==================== design 1
--- src/rtl/fetch_pc.sv ---
// Fetch-stage PC register and single-outstanding instruction memory request FSM.
// Optional misaligned-target trap enabled by defining FETCH_MISALIGN_TRAP_EN.
module fetch_pc #(
  parameter int              XLEN         = 32,
  parameter logic [XLEN-1:0] RESET_VECTOR = '0
) (
  input  logic            clk,
  input  logic            rst_n,
  input  logic            phase_fetch,
  input  logic            phase_writeback,
  input  logic            jump_state_wf,
  input  logic [XLEN-1:0] regdata_for_pc,
  output logic            imem_req,
  output logic [XLEN-1:0] imem_addr,
  input  logic            imem_ack,
  input  logic [31:0]     imem_rdata,
  output logic [XLEN-1:0] pc_fd,
  output logic [31:0]     inst_fd,
  output logic            stall_fetch,
  output logic            fetch_misalign_fd
);

  typedef enum logic [1:0] {IDLE, BUSY, HOLD} state_e;

  localparam logic [31:0]     NOP      = 32'h0000_0013;
  localparam logic [XLEN-1:0] LSB_MASK = {{(XLEN-1){1'b1}}, 1'b0};

  state_e          state_q, state_d;
  logic [XLEN-1:0] pc_q, pc_d;
  logic [XLEN-1:0] jmp_tgt;
  logic            pc_load;
  logic            req_q, req_d;
  logic [31:0]     inst_q, inst_d;
`ifdef FETCH_MISALIGN_TRAP_EN
  logic            mis_q, mis_d;
`endif

  always_comb begin
    state_d = state_q;
    pc_d    = pc_q;
    inst_d  = inst_q;
`ifdef FETCH_MISALIGN_TRAP_EN
    mis_d   = mis_q;
`endif
    jmp_tgt = regdata_for_pc & LSB_MASK;
    // The address must not move under an outstanding request.
    pc_load = phase_writeback && (state_q != BUSY);

    if (pc_load) begin
      pc_d = jump_state_wf ? jmp_tgt : pc_q + XLEN'(4);
`ifdef FETCH_MISALIGN_TRAP_EN
      mis_d = jump_state_wf && jmp_tgt[1];
`endif
    end

    case (state_q)
      IDLE: begin
        // Writeback has priority; the fetch starts once it drops.
        if (phase_fetch && !phase_writeback) begin
`ifdef FETCH_MISALIGN_TRAP_EN
          if (mis_q) begin
            state_d = HOLD;
            inst_d  = NOP;
          end else
`endif
          state_d = BUSY;
        end
      end
      BUSY: begin
        if (imem_ack) begin
          state_d = HOLD;
          inst_d  = imem_rdata;
        end
      end
      HOLD: begin
        if (!phase_fetch) state_d = IDLE;
      end
      default: state_d = IDLE;
    endcase

    req_d = (state_d == BUSY);
  end

  always_ff @(posedge clk or negedge rst_n) begin
    if (!rst_n) begin
      state_q <= IDLE;
      pc_q    <= RESET_VECTOR;
      req_q   <= 1'b0;
      inst_q  <= NOP;
`ifdef FETCH_MISALIGN_TRAP_EN
      mis_q   <= 1'b0;
`endif
    end else begin
      state_q <= state_d;
      pc_q    <= pc_d;
      req_q   <= req_d;
      inst_q  <= inst_d;
`ifdef FETCH_MISALIGN_TRAP_EN
      mis_q   <= mis_d;
`endif
    end
  end

  assign imem_req    = req_q;
  assign imem_addr   = pc_q;
  assign pc_fd       = pc_q;
  assign inst_fd     = inst_q;
  assign stall_fetch = phase_fetch && (state_q != HOLD);
`ifdef FETCH_MISALIGN_TRAP_EN
  assign fetch_misalign_fd = mis_q;
`else
  assign fetch_misalign_fd = 1'b0;
`endif

endmodule

--- config.mk ---
export PLATFORM = sky130hd
export DESIGN_NAME = fetch_pc
export DESIGN_NICKNAME = d
export VERILOG_FILES = /design/src/rtl/fetch_pc.sv
export SDC_FILE = /design/constraint.sdc
export NUM_CORES = 1
export LEC_CHECK = 0
export ABC_AREA = 1
export CORE_ASPECT_RATIO = 1.5
export CORE_MARGIN = 5
export CORE_UTILIZATION = 43
export DETAILED_ROUTE_END_ITERATION = 8
export GPL_TIMING_DRIVEN = 0
export PLACE_DENSITY = 0.82
export SYNTH_ARGS = -nofsm -noshare
export SYNTH_HDL_FRONTEND = slang
export SYNTH_SLANG_ARGS = --single-unit
--- constraint.sdc ---
create_clock -name clk -period 2 [get_ports clk]
set_input_delay 0.4 -clock clk [delete_from_list [all_inputs] [get_ports clk]]
set_output_delay 0.4 -clock clk [all_outputs]
set_load 0.05 [all_outputs]
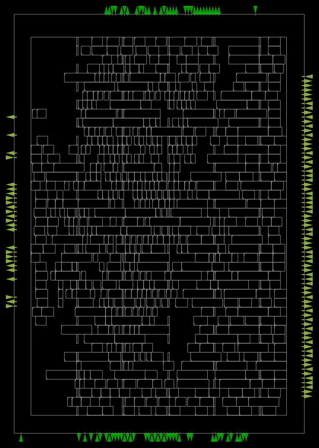
Design 1: cell placement
Row Count: 42
post-layout util: 66.98%
Seq/total area: 27.99%
Core Box Area: 8828 um2
Finished Layout Cells: 760

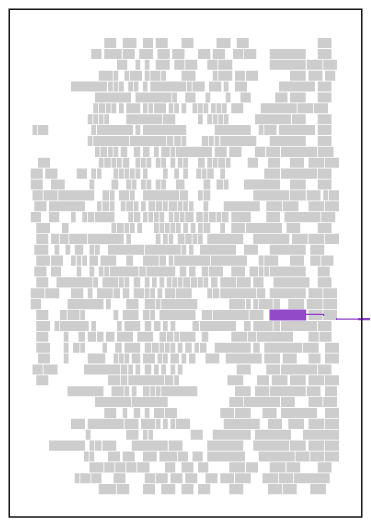
Design 1: nets reached from selected ports
Scale: 4 px per um.
colour	port	bits	direction	end cells	buffers	wire
purple	`imem_req`	1	output	1	1	10.4 um

==> flow_summary.ini <==
; synthesis and place-and-route metrics
[finish]
logic_gate_count = 323
ff_count = 66
signal_buffers = 209
syn_to_final_growth_pct = 51.77
final_common_cell = nand2_1
final_layout_top_logic_cells = nand2_1, clkdlybuf4s50_1, dfrtp_1, dlygate4sd2_1, nor2_1

[clocking]
clk_pin_slew_ns = 0.05
ctsHoldBuffers = 0
cts_tree = yes
ctsResizeCount = 63
cts_setup_buffers = 0
root_buffer = clkbuf_16

[synth]
synth.logic.top_family = simple AND/OR/NAND/NOR gates
ys_chip_area_um2 = 3896
ys_warn_count = 0

[setup_path]
crit_path_max_fanout = 2
cp.arrival_ns = 1.51
reg2reg_from = imem_addr[3]
crit_slowest_cell = clkdlybuf4s50_1

[pwr]
power.leakage_nw = 2.841
p_clk_share_pct = 17.3
power-per-cell-area_nw_per_um2 = 1548
p_switching_mw = 4.591
power.total_mw = 9.156
p_int_mw = 4.565
combinationalPower_mw = 5.20
p_comb_share_pct = 56.7

[floorplan]
die_w_um = 87.72

[final_timing]
slew_headroom_pct = 45.51
rsz0062_at_grt = no
setup_violations = 0
min_period_ns = 1.907

[placement]
routabilityCongestion = 0.8621
dpl.cell_count = 744
port_buffers = 164
dp_slack_ns = -0.2755

[drt]
drc = 0
drt_wl_total_um = 11910

[global_routing]
grt_busiest_layer = met2
grt_use_met2_pct = 40.32

[outcome]
status = complete, no violations
-- synthesized netlist by cell type (3+ instances only) --
cell	instances	share of area, %
buf_2	4	0.51
mux2_1	29	8.4
buf_6	4	1.2
buf_4	35	6.7
nand2_4	5	1.4
nor2_2	6	0.96
nand2_2	4	0.64
o21ai_1	5	0.64
nor2_8	3	1.5
nand3_1	36	4.6
nor2_4	6	1.7
a21oi_1	7	0.90
o22ai_1	3	0.48
dfrtp_1	63	40
dfstp_2	3	2.0
nand2_1	122	12
nor2_1	58	5.6
nor3_1	9	1.2
inv_1	32	3.1
o21ai_0	9	1.2
inv_2	4	0.39
mux2_2	3	0.87
-- path summary, 6_finish.rpt --
kind	endpoint	slack [ns]	cells after the start
worst max-delay path	inst_fd[9]	0.09	1
worst min-delay path	inst_fd[18]	0.17	1
worst max register to register	imem_addr[30]	0.27	10
worst min register to register	inst_fd[16]	0.49	1
max in group asynchronous	imem_addr[12]	1.29	1
min in group clk	inst_fd[16]	0.49	1
-- sequential cells by signal, indices dropped and copies added, names as in the netlist --
name	count
imem_addr	31
state_q	2
inst_fd	32
imem_req	1

==================== design 2
Design 2, metal layers overlaid:
Scale: 4 px per um. Two of the layers only.
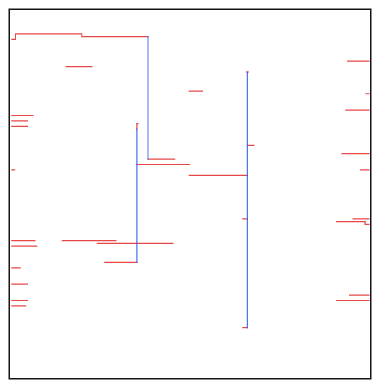
Design 2, nets reached from selected ports:
Scale: 4 px per um.
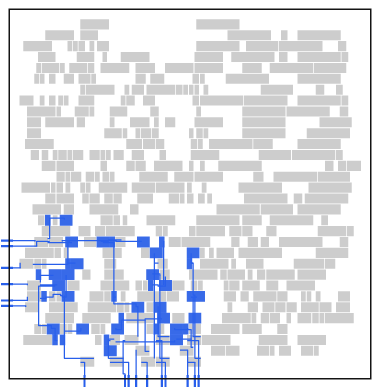
## src/rtl/entropy_harvester.sv

```systemverilog
// rtl/entropy_harvester.sv - freeze/sample entropy harvester with repetition health test and byte FIFO
// Optional von Neumann debiasing is compiled in with ENTROPY_HARVESTER_VN_EN.
module entropy_harvester #(
  parameter int SAMPLE_DIV = 16,
  parameter int FREEZE_CYC = 2,
  parameter int FIFO_DEPTH = 4,
  parameter int REP_LIMIT  = 4
) (
  input  logic        clk,
  input  logic        rst,
  input  logic        en,
  input  logic [15:0] raw_in,
  output logic        freeze_out,
  output logic [7:0]  out_data,
  output logic        out_valid,
  input  logic        out_ready,
  output logic        health_fail,
  output logic        overrun
);

  localparam int PH_MAX = (SAMPLE_DIV > FREEZE_CYC) ? SAMPLE_DIV : FREEZE_CYC;
  localparam int PH_W   = $clog2(PH_MAX + 1);
  localparam int REP_W  = $clog2(REP_LIMIT + 1);
  localparam int AW     = $clog2(FIFO_DEPTH);

  typedef enum logic {WAIT_ST, HOLD_ST} state_t;

  state_t            state;
  logic [PH_W-1:0]   phase;
  logic [15:0]       prev_word;
  logic [REP_W-1:0]  rep_cnt;
  logic [REP_W-1:0]  rep_next;
  logic [7:0]        shreg;
  logic [3:0]        bit_cnt;
  logic [7:0]        mem [FIFO_DEPTH];
  logic [AW:0]       wr_ptr;
  logic [AW:0]       rd_ptr;

  logic capture, fold_bit, trip, accept, emit_valid, emit_bit;
  logic push_req, push, pop, full;

  assign capture  = en && (state == HOLD_ST) && (phase == PH_W'(FREEZE_CYC - 1));
  assign fold_bit = ^raw_in;

  // rep_cnt == 0 marks "no previous capture since reset"
  always_comb begin
    rep_next = REP_W'(1);
    if (rep_cnt != '0 && raw_in == prev_word) begin
      rep_next = (rep_cnt == REP_W'(REP_LIMIT)) ? rep_cnt : rep_cnt + REP_W'(1);
    end
  end

  assign trip   = capture && (rep_next >= REP_W'(REP_LIMIT));
  assign accept = capture && !health_fail && !trip;

`ifdef ENTROPY_HARVESTER_VN_EN
  logic pair_have, pair_bit;
  assign emit_valid = accept && pair_have && (pair_bit != fold_bit);
  assign emit_bit   = pair_bit;
`else
  assign emit_valid = accept;
  assign emit_bit   = fold_bit;
`endif

  always_ff @(posedge clk) begin
    if (rst || !en) begin
      state      <= WAIT_ST;
      phase      <= '0;
      freeze_out <= 1'b0;
    end else if (state == WAIT_ST) begin
      if (phase == PH_W'(SAMPLE_DIV - 1)) begin
        state      <= HOLD_ST;
        phase      <= '0;
        freeze_out <= 1'b1;
      end else begin
        phase <= phase + PH_W'(1);
      end
    end else begin
      if (phase == PH_W'(FREEZE_CYC - 1)) begin
        state      <= WAIT_ST;
        phase      <= '0;
        freeze_out <= 1'b0;
      end else begin
        phase <= phase + PH_W'(1);
      end
    end
  end

  always_ff @(posedge clk) begin
    if (rst) begin
      prev_word   <= '0;
      rep_cnt     <= '0;
      health_fail <= 1'b0;
    end else if (capture) begin
      prev_word <= raw_in;
      rep_cnt   <= rep_next;
      if (trip) health_fail <= 1'b1;
    end
  end

  // bit_cnt == 8 means a full byte waits one cycle for its FIFO push
  always_ff @(posedge clk) begin
    if (rst || health_fail || trip) begin
      shreg   <= '0;
      bit_cnt <= '0;
    end else if (bit_cnt == 4'd8) begin
      bit_cnt <= '0;
    end else if (emit_valid) begin
      shreg   <= {shreg[6:0], emit_bit};
      bit_cnt <= bit_cnt + 4'd1;
    end
  end

`ifdef ENTROPY_HARVESTER_VN_EN
  always_ff @(posedge clk) begin
    if (rst || health_fail || trip || !en) begin
      pair_have <= 1'b0;
      pair_bit  <= 1'b0;
    end else if (accept) begin
      pair_have <= !pair_have;
      if (!pair_have) pair_bit <= fold_bit;
    end
  end
`endif

  assign out_valid = (wr_ptr != rd_ptr);
  assign full      = (wr_ptr[AW] != rd_ptr[AW]) && (wr_ptr[AW-1:0] == rd_ptr[AW-1:0]);
  assign pop       = out_valid && out_ready;
  assign push_req  = (bit_cnt == 4'd8) && !health_fail;
  assign push      = push_req && (!full || pop);
  assign out_data  = out_valid ? mem[rd_ptr[AW-1:0]] : 8'h00;

  always_ff @(posedge clk) begin
    if (rst) begin
      wr_ptr  <= '0;
      rd_ptr  <= '0;
      overrun <= 1'b0;
    end else begin
      if (push) wr_ptr <= wr_ptr + (AW+1)'(1);
      if (pop)  rd_ptr <= rd_ptr + (AW+1)'(1);
      if (push_req && full && !pop) overrun <= 1'b1;
    end
  end

  always_ff @(posedge clk) begin
    if (push) mem[wr_ptr[AW-1:0]] <= shreg;
  end

endmodule
```

## config.mk

```make
export PLATFORM = sky130hd
export DESIGN_NAME = entropy_harvester
export DESIGN_NICKNAME = d
export VERILOG_FILES = /design/src/rtl/entropy_harvester.sv
export SDC_FILE = /design/constraint.sdc
export NUM_CORES = 1
export LEC_CHECK = 0
export CAP_MARGIN = 30
export CORE_AREA = 2 2 88 90
export DETAILED_ROUTE_END_ITERATION = 12
export DIE_AREA = 0 0 90 92
export PLACE_DENSITY_LB_ADDON = 0.08
export SYNTH_ARGS = -nofsm -noshare
export SYNTH_HDL_FRONTEND = slang
export SYNTH_SLANG_ARGS = --single-unit
```

## constraint.sdc

```tcl
create_clock -name clk -period 2.2 [get_ports clk]
set_input_delay 0.44 -clock clk [delete_from_list [all_inputs] [get_ports clk]]
set_output_delay 0.44 -clock clk [all_outputs]
set_load 0.01 [all_outputs]
```

==> flow_summary.ini <==
; synthesis and place-and-route metrics
[outcome]
status = complete, no violations

[placement]
dpl.cell_count = 475
routabilityCongestion = 0.7326
dp_hpwl_um = 4261
post_dp_cell_area_um2 = 4164

[synth]
synth_nets = 366
synth-edff-count = 32
ys_warn_count = 0
yosys-top-cells-count = nand2_1, dfxtp_1, edfxtp_1, a21oi_1, xnor2_1
ys.flops = 80
yosysCellCount = 333

[final_timing]
setup_violations = 0
fin_crit_sh_pct = 96.97
hold-worst-slack_ns = 0.4707

[drt]
avgRoutedWirePerCell_um = 12.64
top_layer_used = met4
vias = 2386
viasPerCell = 4.859
met2_length_um = 2973

[min_path]
whs_path_depth = 2

[global_routing]
grt_pass1_wl_um = 10450
antenna_found_initial = 0

[setup_path]
critPathKind = flop to primary output
worstReg2RegEnd = shreg[1]
critPathBufInv = 2
cp-end-kind = primary output
crit_path_max_fanout = 8
rrSetupSlack_ns = 0.43
cpPeakStageDelay_ns = 0.48

[finish]
buf_share_pct = 10.54
inv_count = 16
logic_gate_count = 225
sh_seq_area_pct = 44.38
syn_to_final_growth_pct = 19.95
largest_register_ffs = 32
ff_count = 80
clock_area_share_pct = 4.707
nets = 417

[floorplan]
rows = 32
initCoreUtil_pct = 48.50

[clocking]
clk_pin_slew_ns = 0.08
cts-buffers-inserted = 9
About 'metal layers overlaid' of design 2:
colour	layer	wire length
red	metal 3	211 um
blue	metal 4	128 um

About 'nets reached from selected ports' of design 2:
colour	port	bits	direction	end cells	buffers	wire
blue	`raw_in`	16	input	40	20	456 um

-- kinds of logic after synthesis --
| group | after synthesis | synth area share (%) |
|---|---|---|
| XOR/XNOR | 41 | 9.941 |
| AND/OR/NAND/NOR | 117 | 15.69 |
| adder cells (fa/ha/maj) | 13 | 4.503 |
| buffers and inverters | 28 | 3.568 |
| multiplexers | 9 | 5.265 |
| flip-flops | 80 | 53.20 |
| AND-OR/OR-AND | 45 | 7.828 |
-- through the flow --
stage | setup slack (ns) | power (mW) | util, %
3_5_place_dp | 0.05954 | 1.724 | 55.91
2_1_floorplan | 0.5427 | 1.656 | -
3_3_place_gp | 0.06482 | 1.725 | 55.91
6_report | 0.06670 | 2.797 | 58.18
5_1_grt | 0.001866 | 2.894 | 58.18
4_1_cts | 0.009549 | 2.825 | 58.65
-- metal layers --
layer / vias up / global-route usage, %
li1: 1248 / -
met1: 1092 / 19.85
met2: 36 / 27.07
met3: 10 / 2.629
met4: 0 / 8.846
met5: - / 0
-- where the power goes --
part / switching [mW] / total, mW / internal (mW)
logic: 0.0701 / 0.158 / 0.0874
clock network: 0.573 / 1.11 / 0.536
registers: 0.00170 / 1.53 / 1.53
total: 0.645 / 2.80 / 2.15

==================== design 3
### config.mk
export PLATFORM = sky130hd
export DESIGN_NAME = frame_sched
export DESIGN_NICKNAME = d
export VERILOG_FILES = /design/src/rtl/frame_sched_pkg.sv /design/src/rtl/frame_sched_tick.sv /design/src/rtl/frame_sched.sv
export SDC_FILE = /design/constraint.sdc
export NUM_CORES = 1
export LEC_CHECK = 0
export CORE_ASPECT_RATIO = 0.7
export CORE_MARGIN = 4
export CORE_UTILIZATION = 49
export DETAILED_ROUTE_END_ITERATION = 12
export PLACE_DENSITY = 0.76
export SYNTH_ARGS = -nofsm -noshare
export SYNTH_HDL_FRONTEND = slang
export SYNTH_SLANG_ARGS = --single-unit
### constraint.sdc
create_clock -name clk -period 1.75 [get_ports clk]
set_clock_uncertainty 0.2 [all_clocks]
set_input_delay 0.4375 -clock clk [delete_from_list [all_inputs] [get_ports clk]]
set_output_delay 0.4375 -clock clk [all_outputs]
set_load 0.005 [all_outputs]
### src/rtl/frame_sched_pkg.sv
// Shared types and defaults for the per-frame update scheduler.
// Optional feature macro: FRAME_SCHED_SYNC_EN (2-flop input synchronizers).
package frame_sched_pkg;

    localparam logic        DEF_VS_ACTIVE   = 1'b0;
    localparam int unsigned DEF_UPDATE_DIV  = 1;
    localparam int unsigned DEF_TIMEOUT     = 1024;
    localparam int unsigned DEF_FRAME_CNT_W = 16;
    localparam int unsigned DIV_W           = 8;

    typedef enum logic [2:0] {
        ST_IDLE    = 3'd0,
        ST_ME      = 3'd1,
        ST_BULLET  = 3'd2,
        ST_ENEMY   = 3'd3,
        ST_COLLIDE = 3'd4
    } phase_e;

    // One start strobe per update engine
    typedef struct packed {
        logic me;
        logic bullet;
        logic enemy;
        logic collide;
    } phase_strb_t;

    // Fixed engine order; anything unexpected falls back to IDLE
    function automatic phase_e next_phase(input phase_e s);
        phase_e n;
        case (s)
            ST_IDLE:   n = ST_ME;
            ST_ME:     n = ST_BULLET;
            ST_BULLET: n = ST_ENEMY;
            ST_ENEMY:  n = ST_COLLIDE;
            default:   n = ST_IDLE;
        endcase
        return n;
    endfunction

    // Start strobe that belongs to a phase state
    function automatic phase_strb_t phase_strobe(input phase_e s);
        phase_strb_t p;
        p = '0;
        case (s)
            ST_ME:      p.me      = 1'b1;
            ST_BULLET:  p.bullet  = 1'b1;
            ST_ENEMY:   p.enemy   = 1'b1;
            ST_COLLIDE: p.collide = 1'b1;
            default:    p = '0;
        endcase
        return p;
    endfunction

endpackage

### src/rtl/frame_sched_tick.sv
// Frame tick generator: optional input synchronizer, v_sync trailing-edge
// detect, frame counter and update divider.
// Optional feature macro: FRAME_SCHED_SYNC_EN.
module frame_tick_gen
    import frame_sched_pkg::*;
#(
    parameter logic        VS_ACTIVE   = DEF_VS_ACTIVE,
    parameter int unsigned UPDATE_DIV  = DEF_UPDATE_DIV,
    parameter int unsigned FRAME_CNT_W = DEF_FRAME_CNT_W
) (
    input  logic                   clk,
    input  logic                   rst,
    input  logic                   v_sync_i,
    input  logic                   pause_i,
    output logic                   tick_c,
    output logic                   update_tick_c,
    output logic                   pause_c,
    output logic [FRAME_CNT_W-1:0] frame_cnt
);

    localparam logic [DIV_W-1:0] DIV_LAST = DIV_W'(UPDATE_DIV - 1);

    logic             vs_in;
    logic             vs_q;
    logic [DIV_W-1:0] div_cnt;

`ifdef FRAME_SCHED_SYNC_EN
    logic [1:0] vs_sync;
    logic [1:0] pause_sync;

    // Two-flop synchronizers so v_sync/pause may come from another clock
    always_ff @(posedge clk or posedge rst) begin
        if (rst) begin
            vs_sync    <= {2{~VS_ACTIVE}};
            pause_sync <= 2'b00;
        end else begin
            vs_sync    <= {vs_sync[0], v_sync_i};
            pause_sync <= {pause_sync[0], pause_i};
        end
    end

    assign vs_in   = vs_sync[1];
    assign pause_c = pause_sync[1];
`else
    assign vs_in   = v_sync_i;
    assign pause_c = pause_i;
`endif

    // Tick on the trailing edge of the sync pulse
    assign tick_c        = (vs_q == VS_ACTIVE) && (vs_in != VS_ACTIVE);
    assign update_tick_c = tick_c && (div_cnt == DIV_LAST);

    // Sync history, frame counter and divider
    always_ff @(posedge clk or posedge rst) begin
        if (rst) begin
            vs_q      <= ~VS_ACTIVE;
            div_cnt   <= '0;
            frame_cnt <= '0;
        end else begin
            vs_q <= vs_in;
            if (tick_c) begin
                frame_cnt <= frame_cnt + FRAME_CNT_W'(1);
                if (div_cnt == DIV_LAST) begin
                    div_cnt <= '0;
                end else begin
                    div_cnt <= div_cnt + DIV_W'(1);
                end
            end
        end
    end

endmodule

### src/rtl/frame_sched.sv
// Per-frame update scheduler: after each v_sync pulse, sequences the me,
// bullet, enemy and collision engines with a start/done handshake.
// Optional feature macro: FRAME_SCHED_SYNC_EN (synchronizes v_sync_i/pause_i).
module frame_sched
    import frame_sched_pkg::*;
#(
    parameter logic        VS_ACTIVE   = DEF_VS_ACTIVE,
    parameter int unsigned UPDATE_DIV  = DEF_UPDATE_DIV,
    parameter int unsigned TIMEOUT     = DEF_TIMEOUT,
    parameter int unsigned FRAME_CNT_W = DEF_FRAME_CNT_W
) (
    input  logic                   clk,
    input  logic                   rst,
    input  logic                   v_sync_i,
    input  logic                   pause_i,
    input  logic                   clr_err_i,
    input  logic                   me_done_i,
    input  logic                   bullet_done_i,
    input  logic                   enemy_done_i,
    input  logic                   collide_done_i,
    output logic                   me_start_o,
    output logic                   bullet_start_o,
    output logic                   enemy_start_o,
    output logic                   collide_start_o,
    output logic                   busy_o,
    output logic [FRAME_CNT_W-1:0] frame_cnt_o,
    output logic                   overrun_o,
    output logic                   timeout_o
);

    localparam int unsigned     TO_W    = (TIMEOUT > 1) ? $clog2(TIMEOUT) : 1;
    localparam logic [TO_W-1:0] TO_LAST = TO_W'(TIMEOUT - 1);

    logic tick_c;
    logic update_tick_c;
    logic pause_c;

    phase_e          state_q, state_d;
    phase_strb_t     start_q, start_d;
    logic [TO_W-1:0] to_cnt_q, to_cnt_d;
    logic            overrun_d;
    logic            timeout_d;
    logic            phase_done;
    logic            advance;

    frame_tick_gen #(
        .VS_ACTIVE  (VS_ACTIVE),
        .UPDATE_DIV (UPDATE_DIV),
        .FRAME_CNT_W(FRAME_CNT_W)
    ) u_tick (
        .clk          (clk),
        .rst          (rst),
        .v_sync_i     (v_sync_i),
        .pause_i      (pause_i),
        .tick_c       (tick_c),
        .update_tick_c(update_tick_c),
        .pause_c      (pause_c),
        .frame_cnt    (frame_cnt_o)
    );

    // Next-state, start strobes, phase timeout and sticky error flags
    always_comb begin
        state_d    = state_q;
        start_d    = '0;
        to_cnt_d   = to_cnt_q;
        overrun_d  = overrun_o;
        timeout_d  = timeout_o;
        phase_done = 1'b0;
        advance    = 1'b0;

        case (state_q)
            ST_ME:      phase_done = me_done_i;
            ST_BULLET:  phase_done = bullet_done_i;
            ST_ENEMY:   phase_done = enemy_done_i;
            ST_COLLIDE: phase_done = collide_done_i;
            default:    phase_done = 1'b0;
        endcase

        if (clr_err_i) begin
            overrun_d = 1'b0;
            timeout_d = 1'b0;
        end
        if (tick_c && (state_q != ST_IDLE)) begin
            overrun_d = 1'b1;
        end

        if (state_q == ST_IDLE) begin
            advance = update_tick_c && !pause_c;
        end else if (start_q == '0) begin
            // start_q is high only in a phase's first cycle; done is ignored there
            if (phase_done) begin
                advance = 1'b1;
            end else if (to_cnt_q == TO_LAST) begin
                timeout_d = 1'b1;
                advance   = 1'b1;
            end else begin
                to_cnt_d = to_cnt_q + TO_W'(1);
            end
        end

        if (advance) begin
            state_d  = next_phase(state_q);
            start_d  = phase_strobe(state_d);
            to_cnt_d = '0;
        end
    end

    // State and registered outputs
    always_ff @(posedge clk or posedge rst) begin
        if (rst) begin
            state_q   <= ST_IDLE;
            start_q   <= '0;
            to_cnt_q  <= '0;
            busy_o    <= 1'b0;
            overrun_o <= 1'b0;
            timeout_o <= 1'b0;
        end else begin
            state_q   <= state_d;
            start_q   <= start_d;
            to_cnt_q  <= to_cnt_d;
            busy_o    <= (state_d != ST_IDLE);
            overrun_o <= overrun_d;
            timeout_o <= timeout_d;
        end
    end

    assign me_start_o      = start_q.me;
    assign bullet_start_o  = start_q.bullet;
    assign enemy_start_o   = start_q.enemy;
    assign collide_start_o = start_q.collide;

endmodule

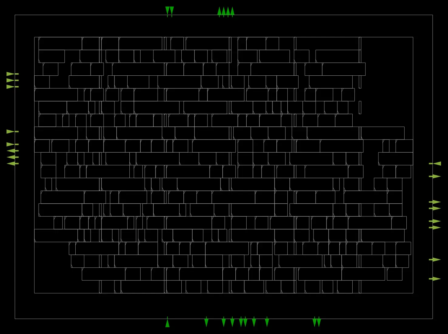
Design 3: cell placement
num sequential: 45
n_taps: 55

==> flow_summary.ini <==
; synthesis and place-and-route metrics
[outcome]
status = finished with violations
failed_checks = negative setup slack

[clocking]
clock_latency_ns = 0.30
cts_buffer_depth = 2
cts_tree = yes
root_buffer = clkbuf_8

[placement]
routabilityCongestion = 0.7842

[finish]
fin_util_pct = 78.29
nets = 323

[global_routing]
gr-total-overflow = 0

[final_timing]
layout_setup_ws_ns = -0.1870
setup_violations = 19

[setup_path]
crit_slowest_cell = or4_4
start_kind = flop

[run]
maxCapViolations = 0

[floorplan]
ios = 32

[pwr]
power.leakage_nw = 1.605
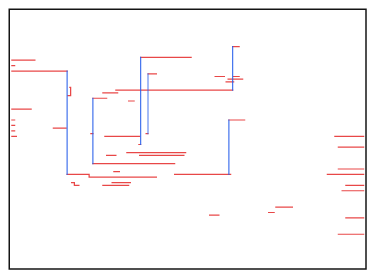
Design 3: metal layers overlaid
Scale: 4 px per um. Two of the layers only.
colour	layer	wire length
red	metal 3	268 um
blue	metal 4	103 um

[flip-flops by register name, summed over array words and instances (netlist names)]
| register | count |
|---|---|
| bullet_start_o | 1 |
| busy_o | 1 |
| collide_start_o | 1 |
| enemy_start_o | 1 |
| me_start_o | 1 |
| overrun_o | 1 |
| state_q | 3 |
| timeout_o | 1 |
| to_cnt_q | 10 |
| u_tick.div_cnt | 8 |
| u_tick.frame_cnt | 16 |
| u_tick.vs_q | 1 |
[where the power goes]
part | leakage [nW] | switching (mW) | internal, mW
clock | 0.0681 | 0.367 | 0.567
combinational | 0.955 | 1.12 | 1.29
sequential | 0.582 | 0.252 | 1.27
total | 1.60 | 1.74 | 3.13
[repair_timing]
| action | CTS | global route |
|---|---|---|
| pin swaps | 11 | 24 |
| resized | 40 | 37 |
| setup buffers | 17 | 14 |
| gates cloned | 1 | 0 |
| setup endpoints to repair | 53 | 30 |
| hold buffers | 0 | 0 |
[logic make-up (layout without fill, tap and decap cells)]
group	after synthesis	after routing	synth area share [%]
mux	1	1	0.6702
fa+ha+maj	4	4	2.235
xor+xnor	28	28	10.95
compound gates	16	17	6.090
flops	45	45	50.34
simple gates	98	98	26.20
buf+inv	16	118	3.519


==> notes/layouts.md <==
Pictures saved along the way, in no particular order.

Register map, names as in the netlist.
picture 1
Scale: 6 px per um. Other sequential cells in the stronger grey, the rest of the logic in the fainter grey.
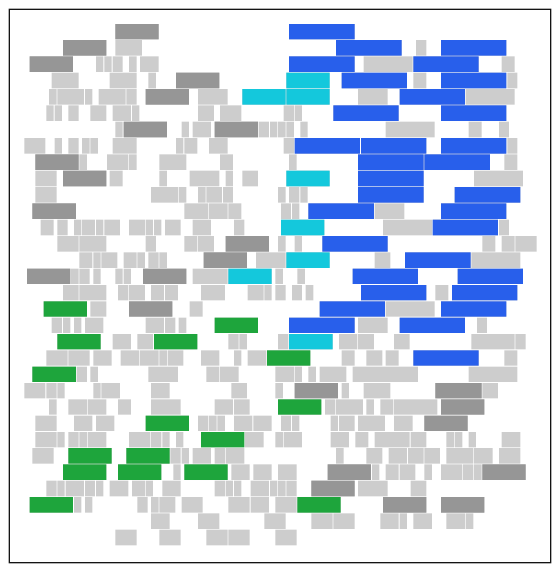
picture 2
Scale: 6 px per um. Other sequential cells in the stronger grey, the rest of the logic in the fainter grey.
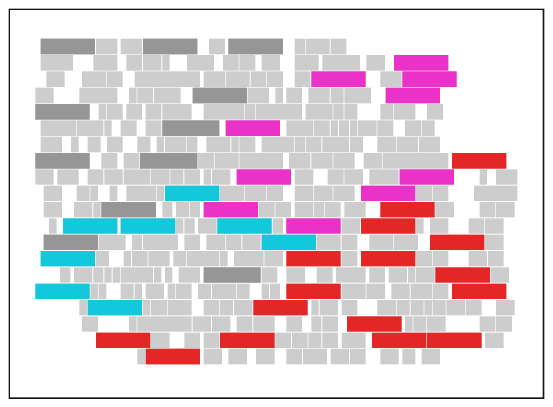
picture 3
Scale: 4 px per um. Other sequential cells in the stronger grey, the rest of the logic in the fainter grey.
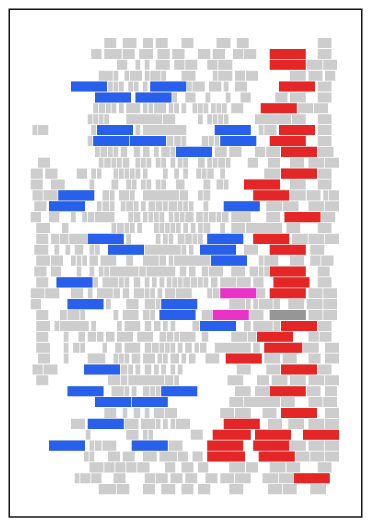
| picture | from |
|---|---|
| picture 2 | design 3 |
| picture 1 | design 2 |
| picture 3 | design 1 |
The one with the largest die is picture 3.

Key to picture 2:
colour	signal	flops
magenta	`to_cnt_q`	10
red	`u_tick.frame_cnt`	16
cyan	`u_tick.div_cnt`	8

No activity file was given, so power comes from the tool's default toggle rates.
